=== block 1 ===
Block 1, wiring by layer:
Drawn at 2 px/µm. Two of the layers only.
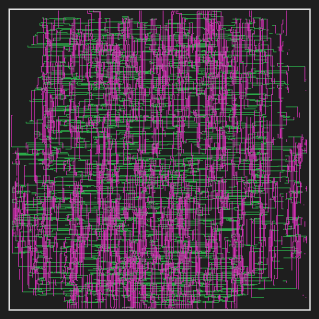

--- config.mk ---
export PLATFORM = sky130hd
export DESIGN_NAME = inst_prefetch_unit_flat
export DESIGN_NICKNAME = d
export VERILOG_FILES = /design/src/rtl/inst_prefetch_unit_if.sv /design/src/rtl/inst_prefetch_unit.sv /design/src/flat_wrapper.sv
export SDC_FILE = /design/constraint.sdc
export NUM_CORES = 1
export LEC_CHECK = 0
export CORE_UTILIZATION = 65
export DETAILED_ROUTE_END_ITERATION = 8
export DONT_BUFFER_PORTS = 1
export PLACE_DENSITY = 0.81
export SLEW_MARGIN = 20
export SYNTH_ARGS = -nofsm -noshare
export SYNTH_HDL_FRONTEND = slang
export SYNTH_SLANG_ARGS = --single-unit
--- constraint.sdc ---
create_clock -name clk -period 20.4 [get_ports clk]
set_input_delay 4.08 -clock clk [delete_from_list [all_inputs] [get_ports clk]]
set_output_delay 4.08 -clock clk [all_outputs]
set_load 0.01 [all_outputs]
--- src/rtl/inst_prefetch_unit_if.sv ---
// Bundle of the fetch-side buses of inst_prefetch_unit.
//   imem_*        : byte-wide instruction memory request/ack/data
//   redirect*     : flush and restart request from the next-PC mux
//   inst_*        : FIFO head toward decode (valid/ready handshake)
//   fifo_count    : occupied FIFO entries
//   misalign_err  : sticky misaligned-redirect flag (only with PF_ALIGN_CHECK_EN)
// master = prefetch unit side, slave = memory/datapath side.
interface inst_prefetch_unit_if #(
  parameter int unsigned DEPTH = 4
);
  localparam int unsigned CW = $clog2(DEPTH + 1);

  logic          imem_req;
  logic [31:0]   imem_addr;
  logic          imem_ack;
  logic [7:0]    imem_rdata;
  logic          redirect;
  logic [31:0]   redirect_pc;
  logic          inst_valid;
  logic          inst_ready;
  logic [31:0]   inst_word;
  logic [31:0]   inst_pc;
  logic [31:0]   inst_pc_plus4;
  logic [CW-1:0] fifo_count;
`ifdef PF_ALIGN_CHECK_EN
  logic          misalign_err;
`endif

  modport master (
    output imem_req, imem_addr,
    input  imem_ack, imem_rdata,
    input  redirect, redirect_pc,
    output inst_valid,
    input  inst_ready,
    output inst_word, inst_pc, inst_pc_plus4, fifo_count
`ifdef PF_ALIGN_CHECK_EN
    , output misalign_err
`endif
  );

  modport slave (
    input  imem_req, imem_addr,
    output imem_ack, imem_rdata,
    output redirect, redirect_pc,
    input  inst_valid,
    output inst_ready,
    input  inst_word, inst_pc, inst_pc_plus4, fifo_count
`ifdef PF_ALIGN_CHECK_EN
    , input misalign_err
`endif
  );
endinterface

--- src/rtl/inst_prefetch_unit.sv ---
// Instruction prefetch unit: fetches one byte per accepted transfer, assembles
// big-endian 32-bit words and queues {word, pc} in a DEPTH-entry FIFO.
// A redirect flushes everything and restarts fetch at the new word address.
// Ports: clk, rst_n (synchronous, active low), bus (inst_prefetch_unit_if.master).
// Optional macro PF_ALIGN_CHECK_EN: misaligned redirects raise a sticky
// misalign_err and park the unit in HALT until an aligned redirect or reset.
module inst_prefetch_unit #(
  parameter int unsigned DEPTH    = 4,
  parameter logic [31:0] RESET_PC = 32'h0
) (
  input logic                  clk,
  input logic                  rst_n,
  inst_prefetch_unit_if.master bus
);
  localparam int unsigned PW = $clog2(DEPTH);
  localparam int unsigned CW = $clog2(DEPTH + 1);

  typedef enum logic [1:0] {
    ST_FETCH = 2'd0,
    ST_FULL  = 2'd1
`ifdef PF_ALIGN_CHECK_EN
    , ST_HALT = 2'd2
`endif
  } state_t;

  state_t        state;
  logic [31:0]   fpc;
  logic [1:0]    bcnt;
  logic [23:0]   part;
  logic [31:0]   word_q [DEPTH];
  logic [31:0]   pc_q   [DEPTH];
  logic [PW-1:0] rd_ptr;
  logic [PW-1:0] wr_ptr;
  logic [CW-1:0] count;

  logic          req;
  logic          valid;
  logic          xfer;
  logic          push;
  logic          pop;
  logic [CW-1:0] count_nxt;

  // Handshake decode; a redirect cycle suppresses both transfer and pop.
  always_comb begin
    req       = (state == ST_FETCH) && !bus.redirect;
    valid     = (count != '0) && !bus.redirect;
    xfer      = req && bus.imem_ack;
    push      = xfer && (bcnt == 2'd3);
    pop       = valid && bus.inst_ready;
    count_nxt = count + CW'(push) - CW'(pop);
  end

  assign bus.imem_req      = req;
  assign bus.imem_addr     = fpc + 32'(bcnt);
  assign bus.inst_valid    = valid;
  assign bus.inst_word     = word_q[rd_ptr];
  assign bus.inst_pc       = pc_q[rd_ptr];
  assign bus.inst_pc_plus4 = pc_q[rd_ptr] + 32'd4;
  assign bus.fifo_count    = count;

`ifdef PF_ALIGN_CHECK_EN
  logic misalign;
  assign bus.misalign_err = misalign;
`else
  logic unused_pc_lo;
  assign unused_pc_lo = ^bus.redirect_pc[1:0];
`endif

  // Fetch state, byte assembly, FIFO storage and FSM.
  always_ff @(posedge clk) begin
    if (!rst_n) begin
      state  <= ST_FETCH;
      fpc    <= RESET_PC;
      bcnt   <= '0;
      part   <= '0;
      rd_ptr <= '0;
      wr_ptr <= '0;
      count  <= '0;
      for (int unsigned i = 0; i < DEPTH; i++) begin
        word_q[i] <= '0;
        pc_q[i]   <= '0;
      end
`ifdef PF_ALIGN_CHECK_EN
      misalign <= 1'b0;
`endif
    end else if (bus.redirect) begin
      count  <= '0;
      rd_ptr <= '0;
      wr_ptr <= '0;
      bcnt   <= '0;
      part   <= '0;
      fpc    <= {bus.redirect_pc[31:2], 2'b00};
`ifdef PF_ALIGN_CHECK_EN
      if (bus.redirect_pc[1:0] != 2'b00) begin
        state    <= ST_HALT;
        misalign <= 1'b1;
      end else begin
        state    <= ST_FETCH;
        misalign <= 1'b0;
      end
`else
      state <= ST_FETCH;
`endif
    end else begin
      if (xfer) begin
        // Byte 0 is the most significant byte of the word.
        case (bcnt)
          2'd0:    part[23:16] <= bus.imem_rdata;
          2'd1:    part[15:8]  <= bus.imem_rdata;
          2'd2:    part[7:0]   <= bus.imem_rdata;
          default: begin
            word_q[wr_ptr] <= {part, bus.imem_rdata};
            pc_q[wr_ptr]   <= fpc;
            wr_ptr         <= wr_ptr + PW'(1);
            fpc            <= fpc + 32'd4;
          end
        endcase
        bcnt <= bcnt + 2'd1;
      end
      if (pop) begin
        rd_ptr <= rd_ptr + PW'(1);
      end
      count <= count_nxt;
      // Fetch only while a slot is free, so a push is never blocked.
      case (state)
        ST_FETCH: if (count_nxt == CW'(DEPTH)) state <= ST_FULL;
        ST_FULL:  if (count_nxt <  CW'(DEPTH)) state <= ST_FETCH;
        default:  ;
      endcase
    end
  end
endmodule

--- src/flat_wrapper.sv ---
// flat-port wrapper written by rule: the top's interface ports become plain ports
module inst_prefetch_unit_flat 
#(
  parameter int unsigned DEPTH    = 4,
  parameter logic [31:0] RESET_PC = 32'h0
)
  (clk, rst_n, bus_imem_req, bus_imem_addr, bus_imem_ack, bus_imem_rdata, bus_redirect, bus_redirect_pc, bus_inst_valid, bus_inst_ready, bus_inst_word, bus_inst_pc, bus_inst_pc_plus4, bus_fifo_count);
  inst_prefetch_unit_if #(.DEPTH(DEPTH)) bus_i ();
  input logic clk;
  input logic rst_n;
  output wire logic [$bits(bus_i.imem_req)-1:0] bus_imem_req;
  output wire logic [$bits(bus_i.imem_addr)-1:0] bus_imem_addr;
  input wire logic [$bits(bus_i.imem_ack)-1:0] bus_imem_ack;
  input wire logic [$bits(bus_i.imem_rdata)-1:0] bus_imem_rdata;
  input wire logic [$bits(bus_i.redirect)-1:0] bus_redirect;
  input wire logic [$bits(bus_i.redirect_pc)-1:0] bus_redirect_pc;
  output wire logic [$bits(bus_i.inst_valid)-1:0] bus_inst_valid;
  input wire logic [$bits(bus_i.inst_ready)-1:0] bus_inst_ready;
  output wire logic [$bits(bus_i.inst_word)-1:0] bus_inst_word;
  output wire logic [$bits(bus_i.inst_pc)-1:0] bus_inst_pc;
  output wire logic [$bits(bus_i.inst_pc_plus4)-1:0] bus_inst_pc_plus4;
  output wire logic [$bits(bus_i.fifo_count)-1:0] bus_fifo_count;
  assign bus_imem_req = bus_i.imem_req;
  assign bus_imem_addr = bus_i.imem_addr;
  assign bus_i.imem_ack = bus_imem_ack;
  assign bus_i.imem_rdata = bus_imem_rdata;
  assign bus_i.redirect = bus_redirect;
  assign bus_i.redirect_pc = bus_redirect_pc;
  assign bus_inst_valid = bus_i.inst_valid;
  assign bus_i.inst_ready = bus_inst_ready;
  assign bus_inst_word = bus_i.inst_word;
  assign bus_inst_pc = bus_i.inst_pc;
  assign bus_inst_pc_plus4 = bus_i.inst_pc_plus4;
  assign bus_fifo_count = bus_i.fifo_count;
  inst_prefetch_unit #(.DEPTH(DEPTH), .RESET_PC(RESET_PC)) u_core (.clk(clk), .rst_n(rst_n), .bus(bus_i));
endmodule
=== block 2 ===
--- src/rtl/riscv_ctrl_pkg.sv ---
// Shared constants and types for the multicycle RISC-V control unit.
package riscv_ctrl_pkg;

  localparam int unsigned OPC_W = 7;

  localparam logic [OPC_W-1:0] OPC_R     = 7'b0110011;
  localparam logic [OPC_W-1:0] OPC_I_ALU = 7'b0010011;
  localparam logic [OPC_W-1:0] OPC_LW    = 7'b0000011;
  localparam logic [OPC_W-1:0] OPC_SW    = 7'b0100011;
  localparam logic [OPC_W-1:0] OPC_BEQ   = 7'b1100011;
  localparam logic [OPC_W-1:0] OPC_JAL   = 7'b1101111;

  typedef enum logic [3:0] {
    ST_FETCH, ST_DECODE, ST_EXEC_R, ST_EXEC_I, ST_MEM_ADDR, ST_MEM_RD,
    ST_MEM_WR, ST_WB_ALU, ST_WB_MEM, ST_BRANCH, ST_JAL, ST_TRAP
  } state_e;

  localparam logic [1:0] ALUOP_ADD     = 2'b00;
  localparam logic [1:0] ALUOP_SUB     = 2'b01;
  localparam logic [1:0] ALUOP_FUNCT_R = 2'b10;
  localparam logic [1:0] ALUOP_FUNCT_I = 2'b11;

  localparam logic [1:0] ALUB_RS2    = 2'b00;
  localparam logic [1:0] ALUB_FOUR   = 2'b01;
  localparam logic [1:0] ALUB_IMM    = 2'b10;
  localparam logic [1:0] ALUB_BR_IMM = 2'b11;

  localparam logic [1:0] WB_ALUOUT = 2'b00;
  localparam logic [1:0] WB_MDR    = 2'b01;
  localparam logic [1:0] WB_PC     = 2'b10;

  localparam logic [1:0] PCSRC_ALU    = 2'b00;
  localparam logic [1:0] PCSRC_ALUOUT = 2'b01;

  // One-hot instruction class produced by the opcode decoder.
  typedef struct packed {
    logic r;
    logic i;
    logic load;
    logic store;
    logic branch;
    logic jal;
    logic bad;
  } opc_class_t;

  // Datapath control word driven by the FSM.
  typedef struct packed {
    logic       pc_write;
    logic       pc_write_cond;
    logic       i_or_d;
    logic       mem_read;
    logic       mem_write;
    logic       ir_write;
    logic [1:0] mem_to_reg;
    logic       reg_write;
    logic       alu_src_a;
    logic [1:0] alu_src_b;
    logic [1:0] alu_op;
    logic [1:0] pc_source;
    logic       illegal;
  } ctrl_t;

endpackage

--- src/rtl/opcode_class_decode.sv ---
// Maps a 7-bit opcode to a one-hot instruction class; JAL is legal only when enabled.
module opcode_class_decode
  import riscv_ctrl_pkg::*;
#(
  parameter bit ENABLE_JAL = 1'b1
) (
  input  logic [OPC_W-1:0] opcode,
  output opc_class_t       opc_class_c
);

  always_comb begin
    opc_class_c = '0;
    case (opcode)
      OPC_R:     opc_class_c.r      = 1'b1;
      OPC_I_ALU: opc_class_c.i      = 1'b1;
      OPC_LW:    opc_class_c.load   = 1'b1;
      OPC_SW:    opc_class_c.store  = 1'b1;
      OPC_BEQ:   opc_class_c.branch = 1'b1;
      OPC_JAL: begin
        if (ENABLE_JAL) opc_class_c.jal = 1'b1;
        else            opc_class_c.bad = 1'b1;
      end
      default:   opc_class_c.bad    = 1'b1;
    endcase
  end

endmodule

--- src/rtl/multicycle_control.sv ---
// Multicycle RISC-V control FSM: sequences fetch/decode/execute/memory/writeback,
// traps illegal opcodes and counts retired instructions.
module multicycle_control
  import riscv_ctrl_pkg::*;
#(
  parameter bit          MEM_HANDSHAKE = 1'b1,
  parameter bit          ENABLE_JAL    = 1'b1,
  parameter int unsigned CNT_W         = 32
) (
  input  logic             clk,
  input  logic             reset,
  input  logic [OPC_W-1:0] opcode,
  input  logic             zero,
  input  logic             mem_ready,
  output logic             PCWrite,
  output logic             PCWriteCond,
  output logic             IorD,
  output logic             MemRead,
  output logic             MemWrite,
  output logic             IRWrite,
  output logic [1:0]       MemtoReg,
  output logic             RegWrite,
  output logic             ALUSrcA,
  output logic [1:0]       ALUSrcB,
  output logic [1:0]       ALUOp,
  output logic [1:0]       PCSource,
  output logic             illegal,
  output logic [CNT_W-1:0] retired
);

  state_e           state, state_nxt;
  opc_class_t       opc_cls;
  ctrl_t            ctrl_c, ctrl;
  logic             rdy_c;
  logic             retire_c;
  logic [CNT_W-1:0] cnt;
  logic             unused_zero;

  // zero gates PCWriteCond inside the datapath, so the FSM never consumes it.
  assign unused_zero = zero;
  assign rdy_c       = mem_ready | ~MEM_HANDSHAKE;

  opcode_class_decode #(.ENABLE_JAL(ENABLE_JAL)) u_decode (
    .opcode      (opcode),
    .opc_class_c (opc_cls)
  );

  always_ff @(posedge clk) begin
    if (reset) begin
      state <= ST_FETCH;
      cnt   <= '0;
    end else begin
      state <= state_nxt;
      if (retire_c) cnt <= cnt + CNT_W'(1);
    end
  end

  always_comb begin
    state_nxt = state;
    ctrl_c    = '0;
    retire_c  = 1'b0;
    case (state)
      ST_FETCH: begin
        ctrl_c.mem_read  = 1'b1;
        ctrl_c.alu_src_b = ALUB_FOUR;
        ctrl_c.alu_op    = ALUOP_ADD;
        ctrl_c.pc_source = PCSRC_ALU;
        ctrl_c.ir_write  = rdy_c;
        ctrl_c.pc_write  = rdy_c;
        if (rdy_c) state_nxt = ST_DECODE;
      end
      ST_DECODE: begin
        ctrl_c.alu_src_b = ALUB_BR_IMM;
        ctrl_c.alu_op    = ALUOP_ADD;
        case (1'b1)
          opc_cls.r:                     state_nxt = ST_EXEC_R;
          opc_cls.i:                     state_nxt = ST_EXEC_I;
          opc_cls.load, opc_cls.store:   state_nxt = ST_MEM_ADDR;
          opc_cls.branch:                state_nxt = ST_BRANCH;
          opc_cls.jal:                   state_nxt = ST_JAL;
          opc_cls.bad:                   state_nxt = ST_TRAP;
          default:                       state_nxt = ST_TRAP;
        endcase
      end
      ST_EXEC_R: begin
        ctrl_c.alu_src_a = 1'b1;
        ctrl_c.alu_src_b = ALUB_RS2;
        ctrl_c.alu_op    = ALUOP_FUNCT_R;
        state_nxt        = ST_WB_ALU;
      end
      ST_EXEC_I: begin
        ctrl_c.alu_src_a = 1'b1;
        ctrl_c.alu_src_b = ALUB_IMM;
        ctrl_c.alu_op    = ALUOP_FUNCT_I;
        state_nxt        = ST_WB_ALU;
      end
      ST_MEM_ADDR: begin
        ctrl_c.alu_src_a = 1'b1;
        ctrl_c.alu_src_b = ALUB_IMM;
        ctrl_c.alu_op    = ALUOP_ADD;
        state_nxt        = opc_cls.load ? ST_MEM_RD : ST_MEM_WR;
      end
      ST_MEM_RD: begin
        ctrl_c.mem_read = 1'b1;
        ctrl_c.i_or_d   = 1'b1;
        if (rdy_c) state_nxt = ST_WB_MEM;
      end
      // MemWrite is held through the wait; the store retires on the ready cycle.
      ST_MEM_WR: begin
        ctrl_c.mem_write = 1'b1;
        ctrl_c.i_or_d    = 1'b1;
        if (rdy_c) begin
          state_nxt = ST_FETCH;
          retire_c  = 1'b1;
        end
      end
      ST_WB_ALU: begin
        ctrl_c.reg_write  = 1'b1;
        ctrl_c.mem_to_reg = WB_ALUOUT;
        state_nxt         = ST_FETCH;
        retire_c          = 1'b1;
      end
      ST_WB_MEM: begin
        ctrl_c.reg_write  = 1'b1;
        ctrl_c.mem_to_reg = WB_MDR;
        state_nxt         = ST_FETCH;
        retire_c          = 1'b1;
      end
      ST_BRANCH: begin
        ctrl_c.alu_src_a     = 1'b1;
        ctrl_c.alu_src_b     = ALUB_RS2;
        ctrl_c.alu_op        = ALUOP_SUB;
        ctrl_c.pc_write_cond = 1'b1;
        ctrl_c.pc_source     = PCSRC_ALUOUT;
        state_nxt            = ST_FETCH;
        retire_c             = 1'b1;
      end
      // PC already holds PC+4 from FETCH, so it is the link value.
      ST_JAL: begin
        ctrl_c.pc_write   = 1'b1;
        ctrl_c.pc_source  = PCSRC_ALUOUT;
        ctrl_c.reg_write  = 1'b1;
        ctrl_c.mem_to_reg = WB_PC;
        state_nxt         = ST_FETCH;
        retire_c          = 1'b1;
      end
      ST_TRAP: begin
        ctrl_c.illegal = 1'b1;
        state_nxt      = ST_TRAP;
      end
      default: state_nxt = ST_FETCH;
    endcase
  end

  // Reset silences every strobe in the same cycle, aborting any access in flight.
  assign ctrl    = reset ? '0 : ctrl_c;
  assign retired = reset ? '0 : cnt;

  assign PCWrite     = ctrl.pc_write;
  assign PCWriteCond = ctrl.pc_write_cond;
  assign IorD        = ctrl.i_or_d;
  assign MemRead     = ctrl.mem_read;
  assign MemWrite    = ctrl.mem_write;
  assign IRWrite     = ctrl.ir_write;
  assign MemtoReg    = ctrl.mem_to_reg;
  assign RegWrite    = ctrl.reg_write;
  assign ALUSrcA     = ctrl.alu_src_a;
  assign ALUSrcB     = ctrl.alu_src_b;
  assign ALUOp       = ctrl.alu_op;
  assign PCSource    = ctrl.pc_source;
  assign illegal     = ctrl.illegal;

endmodule

--- config.mk ---
export PLATFORM = sky130hd
export DESIGN_NAME = multicycle_control
export DESIGN_NICKNAME = d
export VERILOG_FILES = /design/src/rtl/riscv_ctrl_pkg.sv /design/src/rtl/opcode_class_decode.sv /design/src/rtl/multicycle_control.sv
export SDC_FILE = /design/constraint.sdc
export NUM_CORES = 1
export LEC_CHECK = 0
export ABC_AREA = 1
export CAP_MARGIN = 20
export CORE_MARGIN = 10
export CORE_UTILIZATION = 51
export CTS_CLUSTER_SIZE = 14
export DETAILED_ROUTE_END_ITERATION = 12
export PLACE_DENSITY_LB_ADDON = 0.08
export SYNTH_ARGS = -nofsm -noshare
export SYNTH_HDL_FRONTEND = slang
export SYNTH_HIERARCHICAL = 1
export SYNTH_SLANG_ARGS = --single-unit
--- constraint.sdc ---
create_clock -name clk -period 2.2 [get_ports clk]
set_input_delay 0.66 -clock clk [delete_from_list [all_inputs] [get_ports clk]]
set_output_delay 0.66 -clock clk [all_outputs]
set_load 0.1 [all_outputs]
=== block 3 ===
### src/rtl/vec3_pkg.sv
// Shared definitions for the vec3 operand loader: opcodes, FSM state
// encoding, frame and datapath widths.
package vec3_pkg;

  localparam int FRAME_BEATS = 7;
  localparam int VEC_W       = 8;
  localparam int RES_W       = 16;

  localparam logic [2:0] OP_ADD        = 3'd0;
  localparam logic [2:0] OP_SUB        = 3'd1;
  localparam logic [2:0] OP_CROSS      = 3'd2;
  localparam logic [2:0] OP_SCALAR     = 3'd3;
  localparam logic [2:0] OP_DOT        = 3'd4;
  localparam logic [2:0] OP_COMPARATOR = 3'd5;
  localparam logic [2:0] OP_ORTHOGONAL = 3'd6;
  localparam logic [2:0] OP_RSVD       = 3'd7;

  typedef enum logic [1:0] {
    IDLE   = 2'd0,
    LOAD   = 2'd1,
    SETTLE = 2'd2,
    RESULT = 2'd3
  } state_e;

  // An op byte is rejected when its upper bits are non-zero or it names the
  // reserved opcode; the frame is still consumed so framing stays aligned.
  function automatic logic is_bad_op(input logic [VEC_W-1:0] op_byte);
    return (op_byte[7:3] != 5'd0) || (op_byte[2:0] == OP_RSVD);
  endfunction

endpackage

### src/rtl/vec3_operand_regs.sv
// Six 8-bit operand registers (ax, ay, az, bx, by, bz) written by beat index
// 1..6 of a command frame, with a synchronous clear.
module vec3_operand_regs
  import vec3_pkg::*;
(
  input  logic             clk_i,
  input  logic             clr_i,
  input  logic             wr_en_i,
  input  logic [2:0]       beat_i,
  input  logic [VEC_W-1:0] wdata_i,
  output logic [VEC_W-1:0] ax_o,
  output logic [VEC_W-1:0] ay_o,
  output logic [VEC_W-1:0] az_o,
  output logic [VEC_W-1:0] bx_o,
  output logic [VEC_W-1:0] by_o,
  output logic [VEC_W-1:0] bz_o
);

  logic [VEC_W-1:0] ops_q [6];

  // Beat n (1..6) lands in operand slot n-1; beat 0 is the op byte and writes nothing here.
  always_ff @(posedge clk_i) begin
    if (clr_i) begin
      for (int i = 0; i < 6; i++) ops_q[i] <= '0;
    end else if (wr_en_i) begin
      for (int i = 0; i < 6; i++) begin
        if (beat_i == 3'(i + 1)) ops_q[i] <= wdata_i;
      end
    end
  end

  assign ax_o = ops_q[0];
  assign ay_o = ops_q[1];
  assign az_o = ops_q[2];
  assign bx_o = ops_q[3];
  assign by_o = ops_q[4];
  assign bz_o = ops_q[5];

endmodule

### src/rtl/vec3_operand_loader.sv
// Front-end for the 3D vector ALU: deserialises a 7-byte command frame,
// drives registered operands to the ALU, waits SETTLE_CYCLES edges, then
// captures and presents the ALU result on a valid/ready port.
// Optional: define VEC3_LOADER_CMD_COUNT_EN to add a 16-bit cmd_count output
// counting result handshakes.
//
// state  | meaning
// IDLE   | waiting for the op byte of a new frame
// LOAD   | accepting operand beats 1..6
// SETTLE | operands stable, counting down ALU settle time
// RESULT | captured result offered, waiting for res_ready
module vec3_operand_loader
  import vec3_pkg::*;
#(
  parameter int SETTLE_CYCLES = 2,
  parameter int CNT_W         = 4
) (
  input  logic             clk,
  input  logic             rst,
  input  logic             in_valid,
  output logic             in_ready,
  input  logic [VEC_W-1:0] in_data,
  output logic [2:0]       alu_op,
  output logic [VEC_W-1:0] alu_ax,
  output logic [VEC_W-1:0] alu_ay,
  output logic [VEC_W-1:0] alu_az,
  output logic [VEC_W-1:0] alu_bx,
  output logic [VEC_W-1:0] alu_by,
  output logic [VEC_W-1:0] alu_bz,
  input  logic [RES_W-1:0] alu_rx,
  input  logic [RES_W-1:0] alu_ry,
  input  logic [RES_W-1:0] alu_rz,
  input  logic [RES_W-1:0] alu_ans,
  output logic             res_valid,
  input  logic             res_ready,
  output logic [2:0]       res_op,
  output logic [RES_W-1:0] res_x,
  output logic [RES_W-1:0] res_y,
  output logic [RES_W-1:0] res_z,
  output logic [RES_W-1:0] res_ans,
  output logic             res_err,
  output logic             busy
`ifdef VEC3_LOADER_CMD_COUNT_EN
  ,
  output logic [15:0]      cmd_count
`endif
);

  state_e           state_q, state_d;
  logic [2:0]       beat_q, beat_d;
  logic [CNT_W-1:0] cnt_q, cnt_d;
  logic [2:0]       op_q, op_d;
  logic             err_q, err_d;
  logic             load_en, capture, res_hs, accept;

  logic [2:0]       res_op_q;
  logic [RES_W-1:0] res_x_q, res_y_q, res_z_q, res_ans_q;
  logic             res_err_q;

  // FSM state plus frame bookkeeping (beat index, settle count, op, error flag).
  always_ff @(posedge clk) begin
    if (rst) begin
      state_q <= IDLE;
      beat_q  <= '0;
      cnt_q   <= '0;
      op_q    <= '0;
      err_q   <= 1'b0;
    end else begin
      state_q <= state_d;
      beat_q  <= beat_d;
      cnt_q   <= cnt_d;
      op_q    <= op_d;
      err_q   <= err_d;
    end
  end

  assign accept = in_valid & in_ready;

  // Next-state and frame sequencing.
  always_comb begin
    state_d = state_q;
    beat_d  = beat_q;
    cnt_d   = cnt_q;
    op_d    = op_q;
    err_d   = err_q;
    load_en = 1'b0;
    capture = 1'b0;
    res_hs  = 1'b0;
    case (state_q)
      IDLE: begin
        if (accept) begin
          op_d    = in_data[2:0];
          err_d   = is_bad_op(in_data);
          beat_d  = 3'd1;
          state_d = LOAD;
        end
      end
      LOAD: begin
        if (accept) begin
          load_en = 1'b1;
          if (beat_q == 3'(FRAME_BEATS - 1)) begin
            beat_d  = '0;
            cnt_d   = CNT_W'(SETTLE_CYCLES - 1);
            state_d = SETTLE;
          end else begin
            beat_d = beat_q + 3'd1;
          end
        end
      end
      SETTLE: begin
        if (cnt_q == '0) begin
          capture = 1'b1;
          state_d = RESULT;
        end else begin
          cnt_d = cnt_q - 1'b1;
        end
      end
      RESULT: begin
        if (res_ready) begin
          res_hs  = 1'b1;
          state_d = IDLE;
        end
      end
      default: state_d = IDLE;
    endcase
  end

  // Handshake and status outputs decoded from state only.
  always_comb begin
    in_ready  = 1'b0;
    res_valid = 1'b0;
    busy      = 1'b1;
    case (state_q)
      IDLE:    begin in_ready = 1'b1; busy = 1'b0; end
      LOAD:    in_ready  = 1'b1;
      RESULT:  res_valid = 1'b1;
      default: ;
    endcase
  end

  vec3_operand_regs u_regs (
    .clk_i   (clk),
    .clr_i   (rst),
    .wr_en_i (load_en),
    .beat_i  (beat_q),
    .wdata_i (in_data),
    .ax_o    (alu_ax),
    .ay_o    (alu_ay),
    .az_o    (alu_az),
    .bx_o    (alu_bx),
    .by_o    (alu_by),
    .bz_o    (alu_bz)
  );

  assign alu_op = op_q;

  // Result capture at the end of settle; a rejected command reports zeros.
  always_ff @(posedge clk) begin
    if (rst) begin
      res_op_q  <= '0;
      res_err_q <= 1'b0;
      res_x_q   <= '0;
      res_y_q   <= '0;
      res_z_q   <= '0;
      res_ans_q <= '0;
    end else if (capture) begin
      res_op_q  <= op_q;
      res_err_q <= err_q;
      res_x_q   <= err_q ? '0 : alu_rx;
      res_y_q   <= err_q ? '0 : alu_ry;
      res_z_q   <= err_q ? '0 : alu_rz;
      res_ans_q <= err_q ? '0 : alu_ans;
    end
  end

  assign res_op  = res_op_q;
  assign res_err = res_err_q;
  assign res_x   = res_x_q;
  assign res_y   = res_y_q;
  assign res_z   = res_z_q;
  assign res_ans = res_ans_q;

`ifdef VEC3_LOADER_CMD_COUNT_EN
  logic [15:0] cmd_cnt_q;

  // Counts every result handshake, error results included; wraps naturally.
  always_ff @(posedge clk) begin
    if (rst)         cmd_cnt_q <= '0;
    else if (res_hs) cmd_cnt_q <= cmd_cnt_q + 16'd1;
  end

  assign cmd_count = cmd_cnt_q;
`endif

endmodule

### config.mk
export PLATFORM = sky130hd
export DESIGN_NAME = vec3_operand_loader
export DESIGN_NICKNAME = d
export VERILOG_FILES = /design/src/rtl/vec3_pkg.sv /design/src/rtl/vec3_operand_regs.sv /design/src/rtl/vec3_operand_loader.sv
export SDC_FILE = /design/constraint.sdc
export NUM_CORES = 1
export LEC_CHECK = 0
export CELL_PAD_IN_SITES_DETAIL_PLACEMENT = 0
export CELL_PAD_IN_SITES_GLOBAL_PLACEMENT = 2
export CORE_MARGIN = 1
export CORE_UTILIZATION = 28
export DETAILED_ROUTE_END_ITERATION = 16
export PLACE_DENSITY = 0.95
export SYNTH_ARGS = -nofsm -noshare
export SYNTH_HDL_FRONTEND = slang
export SYNTH_SLANG_ARGS = --single-unit
### constraint.sdc
create_clock -name clk -period 3.9 [get_ports clk]
set_clock_uncertainty 0.2 [all_clocks]
set_input_delay 1.17 -clock clk [delete_from_list [all_inputs] [get_ports clk]]
set_output_delay 1.17 -clock clk [all_outputs]
set_load 0.005 [all_outputs]
=== block 4 ===
--- src/rtl/gen_pipe_stages.sv ---
// Valid/ready register pipeline of DEPTH slices, one slice per generate iteration.
// Optional per-slice parity bit that travels with the data: define GEN_PIPE_PARITY_EN.
module gen_pipe_stages #(
  parameter int unsigned WIDTH = 8,
  parameter int unsigned DEPTH = 4
) (
  input  logic                         clk,
  input  logic                         rst_n,
  input  logic                         in_valid,
  input  logic [WIDTH-1:0]             in_data,
  output logic                         in_ready,
  output logic                         out_valid,
  output logic [WIDTH-1:0]             out_data,
  input  logic                         out_ready,
  output logic [$clog2(DEPTH+1)-1:0]   occupancy,
  output logic                         out_parity
);

  localparam int unsigned OCC_W = $clog2(DEPTH+1);

  // Element k of each chain is the input of slice k; element DEPTH is the pipe output.
  logic [DEPTH:0]   vld_chain;
  logic [WIDTH-1:0] data_chain [DEPTH+1];
  logic [DEPTH:0]   rdy;

  assign vld_chain[0]  = in_valid;
  assign data_chain[0] = in_data;

  // Ready ripples backwards from the sink; computed in one process to keep the chain acyclic.
  always_comb begin
    rdy        = '0;
    rdy[DEPTH] = out_ready;
    for (int unsigned i = DEPTH; i > 0; i--) begin
      rdy[i-1] = !vld_chain[i] | rdy[i];
    end
  end

`ifdef GEN_PIPE_PARITY_EN
  logic [DEPTH:0] par_chain;
  assign par_chain[0] = ^in_data;
`endif

  for (genvar k = 0; k < DEPTH; k++) begin : g_slice
    logic             valid_q, valid_d;
    logic [WIDTH-1:0] data_q, data_d;

    always_comb begin
      valid_d = valid_q;
      data_d  = data_q;
      if (rdy[k]) begin
        valid_d = vld_chain[k];
        data_d  = data_chain[k];
      end
    end

    always_ff @(posedge clk or negedge rst_n) begin
      if (!rst_n) begin
        valid_q <= 1'b0;
        data_q  <= '0;
      end else begin
        valid_q <= valid_d;
        data_q  <= data_d;
      end
    end

    assign vld_chain[k+1]  = valid_q;
    assign data_chain[k+1] = data_q;

`ifdef GEN_PIPE_PARITY_EN
    logic parity_q, parity_d;

    always_comb begin
      parity_d = parity_q;
      if (rdy[k]) parity_d = par_chain[k];
    end

    always_ff @(posedge clk or negedge rst_n) begin
      if (!rst_n) parity_q <= 1'b0;
      else        parity_q <= parity_d;
    end

    assign par_chain[k+1] = parity_q;
`endif
  end

  always_comb begin
    occupancy = '0;
    for (int unsigned i = 1; i <= DEPTH; i++) begin
      occupancy = occupancy + OCC_W'(vld_chain[i]);
    end
  end

  assign in_ready  = rdy[0];
  assign out_valid = vld_chain[DEPTH];
  assign out_data  = data_chain[DEPTH];

`ifdef GEN_PIPE_PARITY_EN
  assign out_parity = par_chain[DEPTH];
`else
  assign out_parity = 1'b0;
`endif

endmodule

--- config.mk ---
export PLATFORM = sky130hd
export DESIGN_NAME = gen_pipe_stages
export DESIGN_NICKNAME = d
export VERILOG_FILES = /design/src/rtl/gen_pipe_stages.sv
export SDC_FILE = /design/constraint.sdc
export NUM_CORES = 1
export LEC_CHECK = 0
export ABC_AREA = 1
export CAP_MARGIN = 0
export CORE_MARGIN = 4
export CORE_UTILIZATION = 55
export DETAILED_ROUTE_END_ITERATION = 7
export HOLD_SLACK_MARGIN = 0.1
export PLACE_DENSITY = 0.79
export RECOVER_POWER = 100
export SYNTH_ARGS = -nofsm -noshare
export SYNTH_HDL_FRONTEND = slang
export SYNTH_SLANG_ARGS = --single-unit
--- constraint.sdc ---
create_clock -name clk -period 5.3 [get_ports clk]
set_input_delay 0.795 -clock clk [delete_from_list [all_inputs] [get_ports clk]]
set_output_delay 0.795 -clock clk [all_outputs]
set_load 0.1 [all_outputs]
Block 1, I/O pins on the die edge:
Drawn at 3 px/µm. Pins as bars across the die edge, other pins in gray.
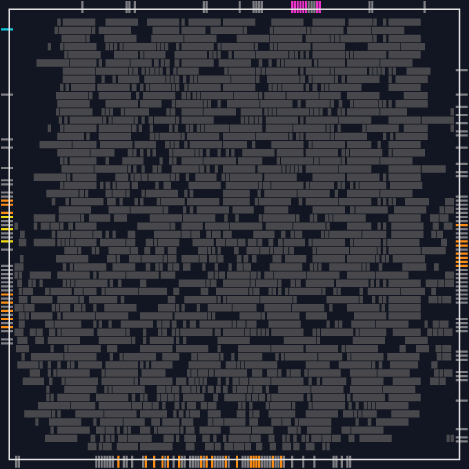
bus_imem_addr -> orange  # pins 32, direction output, edge 17 south, 8 west, 7 east
bus_imem_rdata -> magenta  # pins 8, direction input, edge north
bus_fifo_count -> yellow  # pins 3, direction output, edge west
clk -> cyan  # pins 1, direction input, edge west
all pins by edge = 62 south, 52 east, 39 west, 25 north
die height: 150 µm
Die Wd: 150 µm
Port Buffers: 0

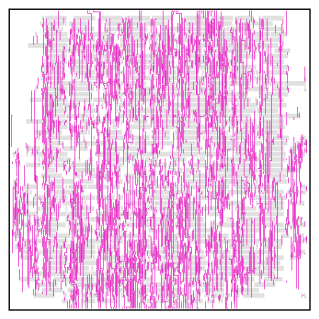
Block 1: metal 2
Drawn at 2 px/µm.
share of all routed wire = 49%
wire length on this layer = 15500 µm
nets with wire on the layer = 1017
main direction = vertical
longest straight run = 52.0 µm

Notes on 'wiring by layer' of block 1 above:
metal 2 -> magenta  # wire length 15500 µm
metal 1 -> green  # wire length 12400 µm

==> flow_summary.yaml, block 1 <==
# physical design summary
status:
  outcome: "finished, final reports clean"
timing:
  min_period_ns: 8.55
  holdWs_ns: 0.455
critical_path:
  timing.rr.start: "u_core.bcnt[0]$_SDFFE_PP0P_"
  reg2reg_to: "u_core.word_q[3][27]$_DFFE_PP_"
  end_kind: "output pin"
  crit_path_end: "bus_imem_req"
layout:
  num-nonclk-inverters: 80
  regArea_mm2: 0.00877
global_route:
  grt_start_max_net_pins: 64
clocking:
  cts_buffers: 29
place:
  dp_hpwl_um: 19500
floorplan:
  floorplan.core_util_pct: 66.9
yosys:
  synth_cell_types: 61
  avgSynthCellArea_um2: 12.4
## block 1: flip-flops by register name, summed over array words and instances (netlist names), named ones only
| signal | count |
|---|---|
| u_core.bcnt | 2 |
| u_core.bus.fifo_count | 3 |
| u_core.fpc | 30 |
| u_core.part | 24 |
| u_core.pc_q | 120 |
| u_core.rd_ptr | 2 |
| u_core.state | 1 |
| u_core.word_q | 128 |
| u_core.wr_ptr | 2 |
## block 1: where the power goes
group | switching [mW] | leakage, nW | internal (mW) | total, mW
Clock | 0.229 | 0.447 | 0.291 | 0.520
Combinational | 0.0291 | 2.17 | 0.0146 | 0.0437
Sequential | 0.0147 | 3.10 | 0.709 | 0.723
Total | 0.273 | 5.71 | 1.01 | 1.29
## block 1: logic make-up after synthesis
group	Yosys count
and+or+nand+nor	484
xor gates and xnor gates	57
other	1
buffers and inverters	147
DFF	314
muxes	72
AOI/OAI and AO/OA	62
adders and majority gates	9
## block 1: per-layer routing
metal / GRT usage (%) / part of all wire (%) / vias to the layer above
li1: - / - / 3979
met3: 6.83 / 10 / 61
met5: 0 / 0 / -
met1: 39.6 / 39 / 4401
met4: 8.01 / 2.3 / 0
met2: 47.6 / 49 / 442
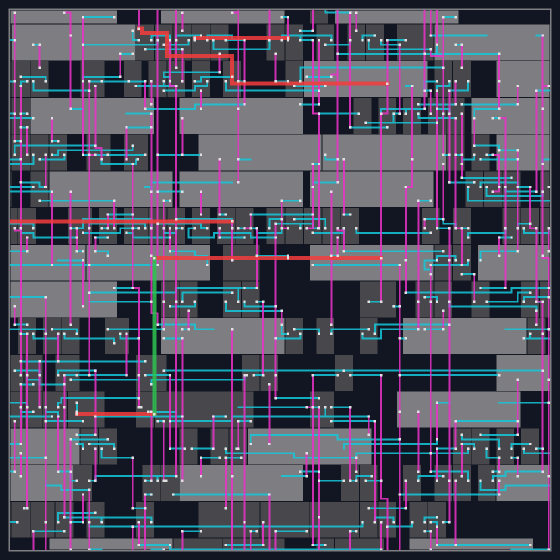
Block 4: zoomed window
Region (10, 10) to (50, 50) µm. Cells in gray, sequential cells in the stronger gray; small squares are vias.
metal 2 -> magenta
metal 3 -> red
metal 4 -> green
metal 1 -> cyan
cells with their middle in the window = 144
most frequent = nand2_1 (91), dfrtp_1 (23)
sequential cells in the window = 23
netlist names of flops here include = g_slice.data_q (16), out_data (4), g_slice.valid_q (2)

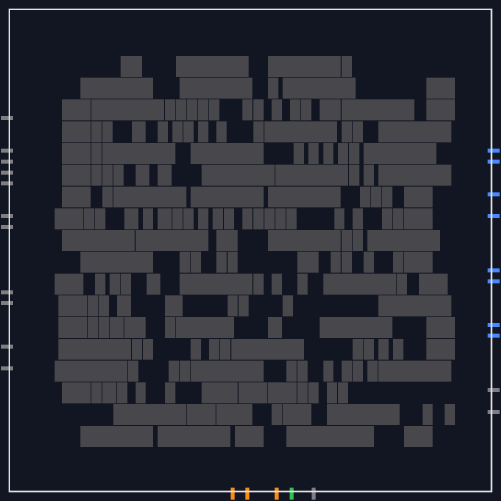
Block 4: I/O pins on the die edge
Drawn at 8 px/µm. Pins as bars across the die edge, other pins in gray.
out_data -> blue  # pins 8, direction output, edge east
out_valid -> green  # pins 1, direction output, edge south
occupancy -> orange  # pins 3, direction output, edge south
Port Buffers: 24
Die Wd: 60.1 µm

==> flow_summary.yaml, block 4 <==
# physical design summary
job:
  drv_cap: 1
status:
  outcome: "finished, violations left"
  failed_checks: "capacitance limit, slew limit"
yosys:
  syn-cell-area_mm2: 0.00149
  top_cell: "nand2_1"
  synth_cell_types: 13
  synthArstFlopShare_pct: 100
  logic_family: "simple AND/OR/NAND/NOR gates"
detailed_routing:
  dr_wl_met3_um: 152
  finalWirelength_um: 2350
  first_pass_iters: 4
  vias: 1027
power_and_ir_drop:
  p_sw_uw: 359
  p_leak_nw: 0.954
timing:
  slew_headroom_pct: -22.3
  drv_slew: 37
  max_freq_mhz: 243
global_route:
  first_global_vias: 937
layout:
  final_cell_area_mm2: 0.00175
clocking:
  hold_buffers: 0
[block 4: registers in the layout, indices dropped and copies added, names as in the netlist]
register and cells:
out_valid 1, g_slice.valid_q 3, out_data 8, g_slice.data_q 24
[block 4: cell type report]
cell class | count | area, µm²
sequential | 36 | 901
multi-input combinational | 109 | 457
clock buffer | 6 | 41.3
fill | 212 | 769
tap | 30 | 37.5
clock inverter | 2 | 35.0
timing repair buffer | 25 | 244
inverter | 10 | 37.5
[block 4: final timing paths]
check / from / end / slack [ns] / depth (start not counted)
min in group asynchronous: rst_n / g_slice[2].data_q[3]$_DFFE_PN0P_ / 1.48 / 2
setup reg to reg: out_valid$_DFFE_PN0P_ / g_slice[1].data_q[3]$_DFFE_PN0P_ / 3.10 / 5
hold reg to reg: out_data[0]$_DFFE_PN0P_ / out_data[0]$_DFFE_PN0P_ / 0.47 / 2
max in group asynchronous: rst_n / g_slice[0].valid_q$_DFFE_PN0P_ / 2.77 / 2
setup / recovery: out_ready / in_ready / 1.18 / 4
hold / removal: out_data[0]$_DFFE_PN0P_ / out_data[0]$_DFFE_PN0P_ / 0.47 / 2
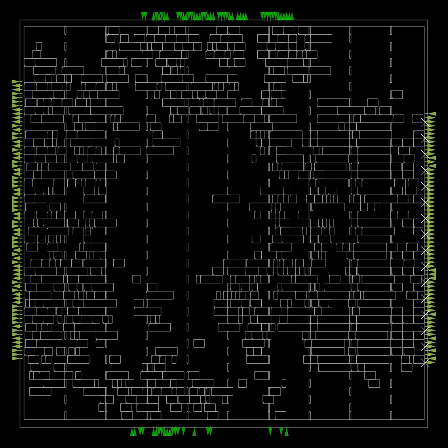
Block 3: cell outlines without signal wires
Final Util: 44.1%
flop count: 129
core area: 0.0181 mm²
Taps Inserted: 229

==> flow_summary.yaml, block 3 <==
# physical design summary
timing:
  hold_violations: 0
  min_period_ns: 3.43
floorplan:
  die_x_um: 138
  floorplan.core_util_pct: 28.7
clocking:
  tritoncts: "done"
  postCtsSetupBuffers: 0
place:
  dpl.cell_count: 912
  dp_slack_ns: 0.555
  port_buffers: 197
  dp_hpwl_um: 9690
critical_path:
  critPathMaxFanout: 14
detailed_routing:
  drc: 32
layout:
  mi_logic_area_mm2: 0.00196
  mostFrequentLayoutCells: "196 x clkdlybuf4s50_1, 87 x nand2_1, 80 x dfxtp_1"
status:
  outcome: "finished, violations left"
  failed_checks: "DRC"
yosys:
  syn-cell-area_mm2: 0.00519
block 3: cells in the mapped netlist, types with 2 or more instances:
library cell / n / share of area, %
and2_1: 51 / 6.1
edfxtp_1: 48 / 28
nand2b_1: 2 / 0.24
nand3b_1: 65 / 9.4
nor3_1: 2 / 0.19
nor2b_1: 3 / 0.36
nand4b_1: 2 / 0.34
nor2_1: 13 / 0.94
nand3_1: 3 / 0.29
buf_2: 5 / 0.48
ha_1: 7 / 1.7
dfxtp_1: 81 / 31
or4_1: 2 / 0.29
inv_1: 11 / 0.79
nand2_1: 88 / 6.4
clkbuf_1: 29 / 2.1
mux2i_1: 3 / 0.58
and3_1: 2 / 0.24
o21bai_1: 4 / 0.58
o21ai_0: 3 / 0.29
a21oi_1: 75 / 7.2
block 3: metal layers:
layer | part of all wire (%) | global-route usage (%) | vias to the layer above | routed length (µm)
li1 | - | - | 2140 | -
met1 | 43 | 17.2 | 2089 | 6060
met2 | 47 | 25.4 | 175 | 6700
met3 | 9.3 | 6.86 | 8 | 1320
met4 | 0.73 | 4.44 | 0 | 103
met5 | 0 | 0 | - | 0
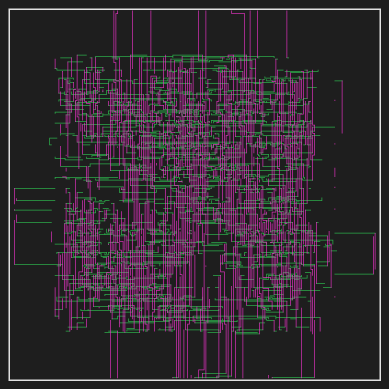
Block 2: wiring by layer
Drawn at 4 px/µm. Two of the layers only.
metal 2 -> magenta  # wire length 5380 µm
metal 1 -> green  # wire length 3610 µm
Avg WL per Cell: 17.2 µm
Tot GR Track Use: 22.7%
DR vias: 3533
Routed WL: 10600 µm

==> flow_summary.yaml, block 2 <==
# physical design summary
layout:
  final_cell_area_mm2: 0.00453
  utilization_pct: 88.8
critical_path:
  required_ns: 1.54
  end_kind: "output pin"
  crit_slowest_cell: "nor2_2"
global_route:
  grt_first_pass_wirelength_um: 16000
detailed_routing:
  ant_nets: 0
  drc: 0
floorplan:
  rows: 26
  dieArea_mm2: 0.00853
yosys:
  netlist_instances: 472
  synth-warning-count: 6
  syn-cell-area_mm2: 0.00267
timing:
  rsz0062_at_grt: "yes"
  setup_viol: 5
  finalWorstSetupSlack_ns: -0.121
status:
  failed_checks: "setup timing"
  outcome: "finished, violations left"
clocking:
  cts_buffers: 5
## block 2: timing repair
action                     in CTS  in global routing
setup endpoints to repair      13                 11
pin swaps                       4                  5
setup buffers                   0                  4
resized                        15                 17
## block 2: layout make-up
type,count,area share (%)
timing repair buffer,79,28.4
clock inverter,3,0.938
inverter,70,5.91
multi-input combinational,353,45.1
clock buffer,5,1.52
tap,70,1.93
sequential,36,16.2
## block 2: worst max-delay path: cells and delay by family
family | cells | cell delay, ns
AOI/OAI and AO/OA | 1 | 0.12
buffers and inverters | 4 | 0.53
and+or+nand+nor | 2 | 0.34
## block 2: routing by layer
layer | global-route usage [%] | vias up | part of all wire, %
met5 | 0 | - | 0
met4 | 10.3 | 0 | 4.6
met3 | 7.34 | 54 | 11
met2 | 41.6 | 241 | 51
met1 | 22.9 | 1639 | 34
li1 | - | 1599 | -
## block 2: where the power goes
| part | switching (mW) | total (mW) | internal [mW] |
|---|---|---|---|
| clock | 0.287 | 0.623 | 0.336 |
| sequential | 0.0926 | 0.800 | 0.707 |
| combinational | 1.12 | 1.70 | 0.571 |
## block 2: flip-flops by register name, indices dropped and copies added (netlist names)
name	flops
cnt	32
state	4

=== block 5 ===
`config.mk`:
```
export PLATFORM = sky130hd
export DESIGN_NAME = popcount_pattern_gen_flat
export DESIGN_NICKNAME = d
export VERILOG_FILES = /design/src/rtl/popcount_pattern_gen_if.sv /design/src/rtl/popcount_pattern_gen.sv /design/src/flat_wrapper.sv
export SDC_FILE = /design/constraint.sdc
export NUM_CORES = 1
export LEC_CHECK = 0
export CAP_MARGIN = 20
export CORE_ASPECT_RATIO = 0.5
export CORE_MARGIN = 4
export CORE_UTILIZATION = 45
export DETAILED_ROUTE_END_ITERATION = 8
export HOLD_SLACK_MARGIN = 0.03
export PLACE_DENSITY = 0.8
export SLEW_MARGIN = 10
export SYNTH_ARGS = -nofsm -noshare
export SYNTH_HDL_FRONTEND = slang
export SYNTH_SLANG_ARGS = --single-unit
```
`constraint.sdc`:
```
create_clock -name clk -period 1.3 [get_ports clk]
set_input_delay 0.13 -clock clk [delete_from_list [all_inputs] [get_ports clk]]
set_output_delay 0.13 -clock clk [all_outputs]
set_load 0.05 [all_outputs]
```
`src/rtl/popcount_pattern_gen_if.sv`:
```
// Handshake and result bundle for popcount_pattern_gen.
// The master drives load/count_in; the generator (slave) returns the serial and parallel results.
interface popcount_pattern_gen_if #(
    parameter int N  = 32,
    parameter int CW = 6
);
    logic          load;
    logic [CW-1:0] count_in;
    logic          bit_out;
    logic          bit_valid;
    logic [N-1:0]  data_out;
    logic          busy;
    logic          done;
    logic          clamped;

    modport master (
        output load, count_in,
        input  bit_out, bit_valid, data_out, busy, done, clamped
    );

    modport slave (
        input  load, count_in,
        output bit_out, bit_valid, data_out, busy, done, clamped
    );
endinterface

```
`src/rtl/popcount_pattern_gen.sv`:
```
// Serially builds an N-bit word holding exactly count_in ones, LSB first.
// Define POPGEN_SPREAD_EN to spread the ones evenly instead of packing them low.
//
// state | meaning
// IDLE  | waiting for the first load after reset
// RUN   | generating one bit per clock
// DONE  | word complete and held; load starts the next job
module popcount_pattern_gen #(
    parameter int N  = 32,
    parameter int CW = 6
) (
    input  logic                  clk,
    input  logic                  rst_n,
    popcount_pattern_gen_if.slave bus
);
    typedef enum logic [1:0] {IDLE, RUN, DONE} state_t;

    localparam logic [CW-1:0] N_C  = CW'(N);
    localparam logic [CW-1:0] LAST = CW'(N - 1);

    state_t        state;
    logic [CW-1:0] idx;
    logic [CW-1:0] cnt;
    logic [N-1:0]  data;
    logic          bit_q;
    logic          valid_q;
    logic          busy_q;
    logic          done_q;
    logic          clamped_q;
    logic          bit_next;

`ifdef POPGEN_SPREAD_EN
    // acc stays below N and cnt <= N, so the sum fits in CW+1 bits
    logic [CW:0] acc;
    logic [CW:0] acc_sum;

    assign acc_sum  = acc + {1'b0, cnt};
    assign bit_next = (acc_sum >= {1'b0, N_C});
`else
    assign bit_next = (idx < cnt);
`endif

    always_ff @(posedge clk or negedge rst_n) begin
        if (!rst_n) begin
            state     <= IDLE;
            idx       <= '0;
            cnt       <= '0;
            data      <= '0;
            bit_q     <= 1'b0;
            valid_q   <= 1'b0;
            busy_q    <= 1'b0;
            done_q    <= 1'b0;
            clamped_q <= 1'b0;
`ifdef POPGEN_SPREAD_EN
            acc       <= '0;
`endif
        end else begin
            case (state)
                IDLE, DONE: begin
                    bit_q   <= 1'b0;
                    valid_q <= 1'b0;
                    if (bus.load) begin
                        cnt       <= (bus.count_in > N_C) ? N_C : bus.count_in;
                        clamped_q <= (bus.count_in > N_C);
                        done_q    <= 1'b0;
                        busy_q    <= 1'b1;
                        data      <= '0;
                        idx       <= '0;
`ifdef POPGEN_SPREAD_EN
                        acc       <= '0;
`endif
                        state     <= RUN;
                    end
                end
                RUN: begin
                    bit_q   <= bit_next;
                    valid_q <= 1'b1;
                    data    <= {bit_next, data[N-1:1]};
                    idx     <= idx + 1'b1;
`ifdef POPGEN_SPREAD_EN
                    acc     <= bit_next ? (acc_sum - {1'b0, N_C}) : acc_sum;
`endif
                    if (idx == LAST) begin
                        done_q <= 1'b1;
                        busy_q <= 1'b0;
                        state  <= DONE;
                    end
                end
                default: state <= IDLE;
            endcase
        end
    end

    assign bus.bit_out   = bit_q;
    assign bus.bit_valid = valid_q;
    assign bus.data_out  = data;
    assign bus.busy      = busy_q;
    assign bus.done      = done_q;
    assign bus.clamped   = clamped_q;
endmodule
```
`src/flat_wrapper.sv`:
```
// flat-port wrapper written by rule: the top's interface ports become plain ports
module popcount_pattern_gen_flat 
#(
    parameter int N  = 32,
    parameter int CW = 6
)
  (clk, rst_n, bus_load, bus_count_in, bus_bit_out, bus_bit_valid, bus_data_out, bus_busy, bus_done, bus_clamped);
  popcount_pattern_gen_if #(.N(N), .CW(CW)) bus_i ();
  input  logic clk;
  input  logic rst_n;
  input wire logic [$bits(bus_i.load)-1:0] bus_load;
  input wire logic [$bits(bus_i.count_in)-1:0] bus_count_in;
  output wire logic [$bits(bus_i.bit_out)-1:0] bus_bit_out;
  output wire logic [$bits(bus_i.bit_valid)-1:0] bus_bit_valid;
  output wire logic [$bits(bus_i.data_out)-1:0] bus_data_out;
  output wire logic [$bits(bus_i.busy)-1:0] bus_busy;
  output wire logic [$bits(bus_i.done)-1:0] bus_done;
  output wire logic [$bits(bus_i.clamped)-1:0] bus_clamped;
  assign bus_i.load = bus_load;
  assign bus_i.count_in = bus_count_in;
  assign bus_bit_out = bus_i.bit_out;
  assign bus_bit_valid = bus_i.bit_valid;
  assign bus_data_out = bus_i.data_out;
  assign bus_busy = bus_i.busy;
  assign bus_done = bus_i.done;
  assign bus_clamped = bus_i.clamped;
  popcount_pattern_gen #(.N(N), .CW(CW)) u_core (.clk(clk), .rst_n(rst_n), .bus(bus_i));
endmodule
```
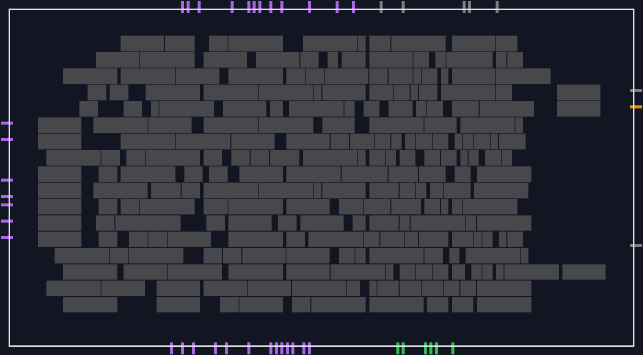
Block 5: I/O pins on the die edge
Drawn at 6 px/µm. Pins as bars across the die edge, other pins in gray.
bus_data_out -> purple  # pins 32, direction output, edge 13 south, 12 north, 7 west
bus_busy -> orange  # pins 1, direction output, edge east
bus_count_in -> green  # pins 6, direction input, edge south
die height: 55.9 µm
Die Wd: 104 µm
Port Buffers: 45

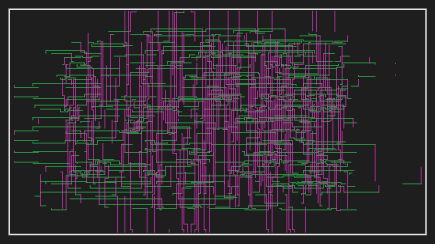
Block 5: wiring by layer
Drawn at 4 px/µm. Two of the layers only.
metal 1 -> green  # wire length 2620 µm
metal 2 -> magenta  # wire length 3240 µm
Routed WL: 6420 µm
Avg WL per Cell: 21.9 µm
DR vias: 1718

==> flow_summary.yaml <==
# physical design summary
timing:
  worstMarginPinSlew_ns: 0.396
  finalWorstSetupSlack_ns: -0.0727
  setup_viol: 29
  min_period_over_period_pct: 106
  drv_slew: 0
yosys:
  synth_nets: 178
  yosysSeqAreaShare_pct: 61.8
  yosys_area_mm2: 0.00207
  synthMuxAreaShare_pct: 0
power_and_ir_drop:
  total_power_mw: 9.64
  clkPwrFrac_pct: 11.4
  ir_drop_uv: 2020
layout:
  sh_seq_area_pct: 37.4
  regArea_mm2: 0.00128
  utilization_pct: 77.5
  final_cell_area_mm2: 0.00341
place:
  dp_slack_ns: -0.357
floorplan:
  floorplan.core_util_pct: 46.9
  ios: 46
  dieArea_mm2: 0.00580
global_route:
  grt.overflow.total: 0
  grt_usage_pct: 19.6
clocking:
  cts_buffers: 5
  hold_buffers: 1
job:
  tool_warnings: 28
detailed_routing:
  drtIter0Drc: 125
status:
  failed_checks: "setup timing"
  outcome: "finished, violations left"
critical_path:
  required_ns: 1.49
==> power by group through the flow <==
stage | clock, mW | combinational, mW | sequential (mW)
after floorplan | 0 | 0.963 | 4.24
after global placement | 0 | 4.83 | 2.91
after detailed placement | 0 | 4.95 | 2.92
after CTS | 1.09 | 5.08 | 2.91
after global routing | 1.17 | 5.74 | 3.04
final | 1.10 | 5.55 | 2.99
==> cells in the final DEF, fill, tap and decap left out, types with 3 or more instances in the layout <==
master / netlist / final
a22o_1: 32 / 32
nor2_1: 4 / 3
a21o_1: 3 / 3
buf_6: 1 / 5
nand3b_1: 4 / 4
clkdlybuf4s50_1: 0 / 7
nand3_1: 4 / 4
clkbuf_8: 0 / 5
nand2_1: 11 / 9
buf_4: 4 / 18
inv_1: 6 / 5
o21ai_1: 13 / 12
ha_4: 0 / 3
dfrtp_1: 51 / 51
ha_1: 6 / 3
buf_12: 0 / 40
==> metal layers <==
layer  vias to the layer above  GRT usage (%)
li1                        743              -
met4                         0           10.8
met1                       867           24.1
met3                        22           4.17
met2                        86           32.5
met5                         -              0


==> notes/layouts.md <==
Pictures saved along the way, in no particular order.

Metal 2.
(a)
Drawn at 6 px/µm.
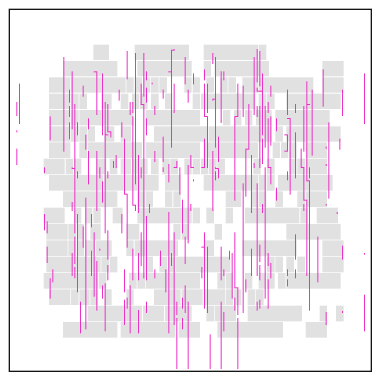
(b)
Drawn at 4 px/µm.
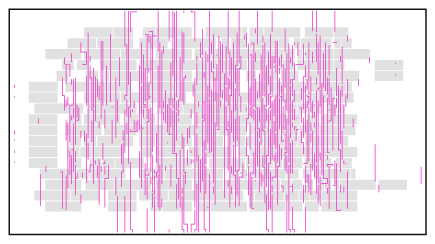
(c)
Drawn at 3 px/µm.
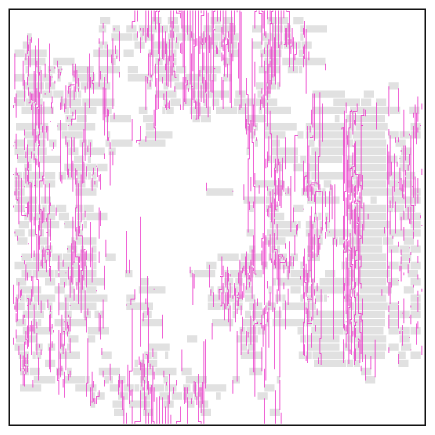
(d)
Drawn at 4 px/µm.
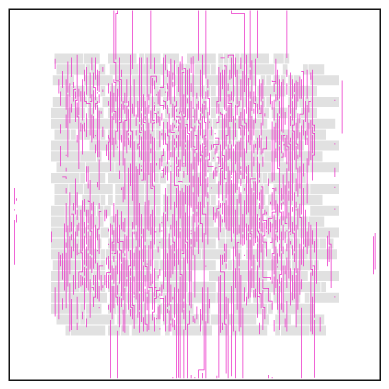
block 2: (d)
block 5: (b)
block 3: (c)
block 4: (a)

Power and IR drop assume default switching activity.
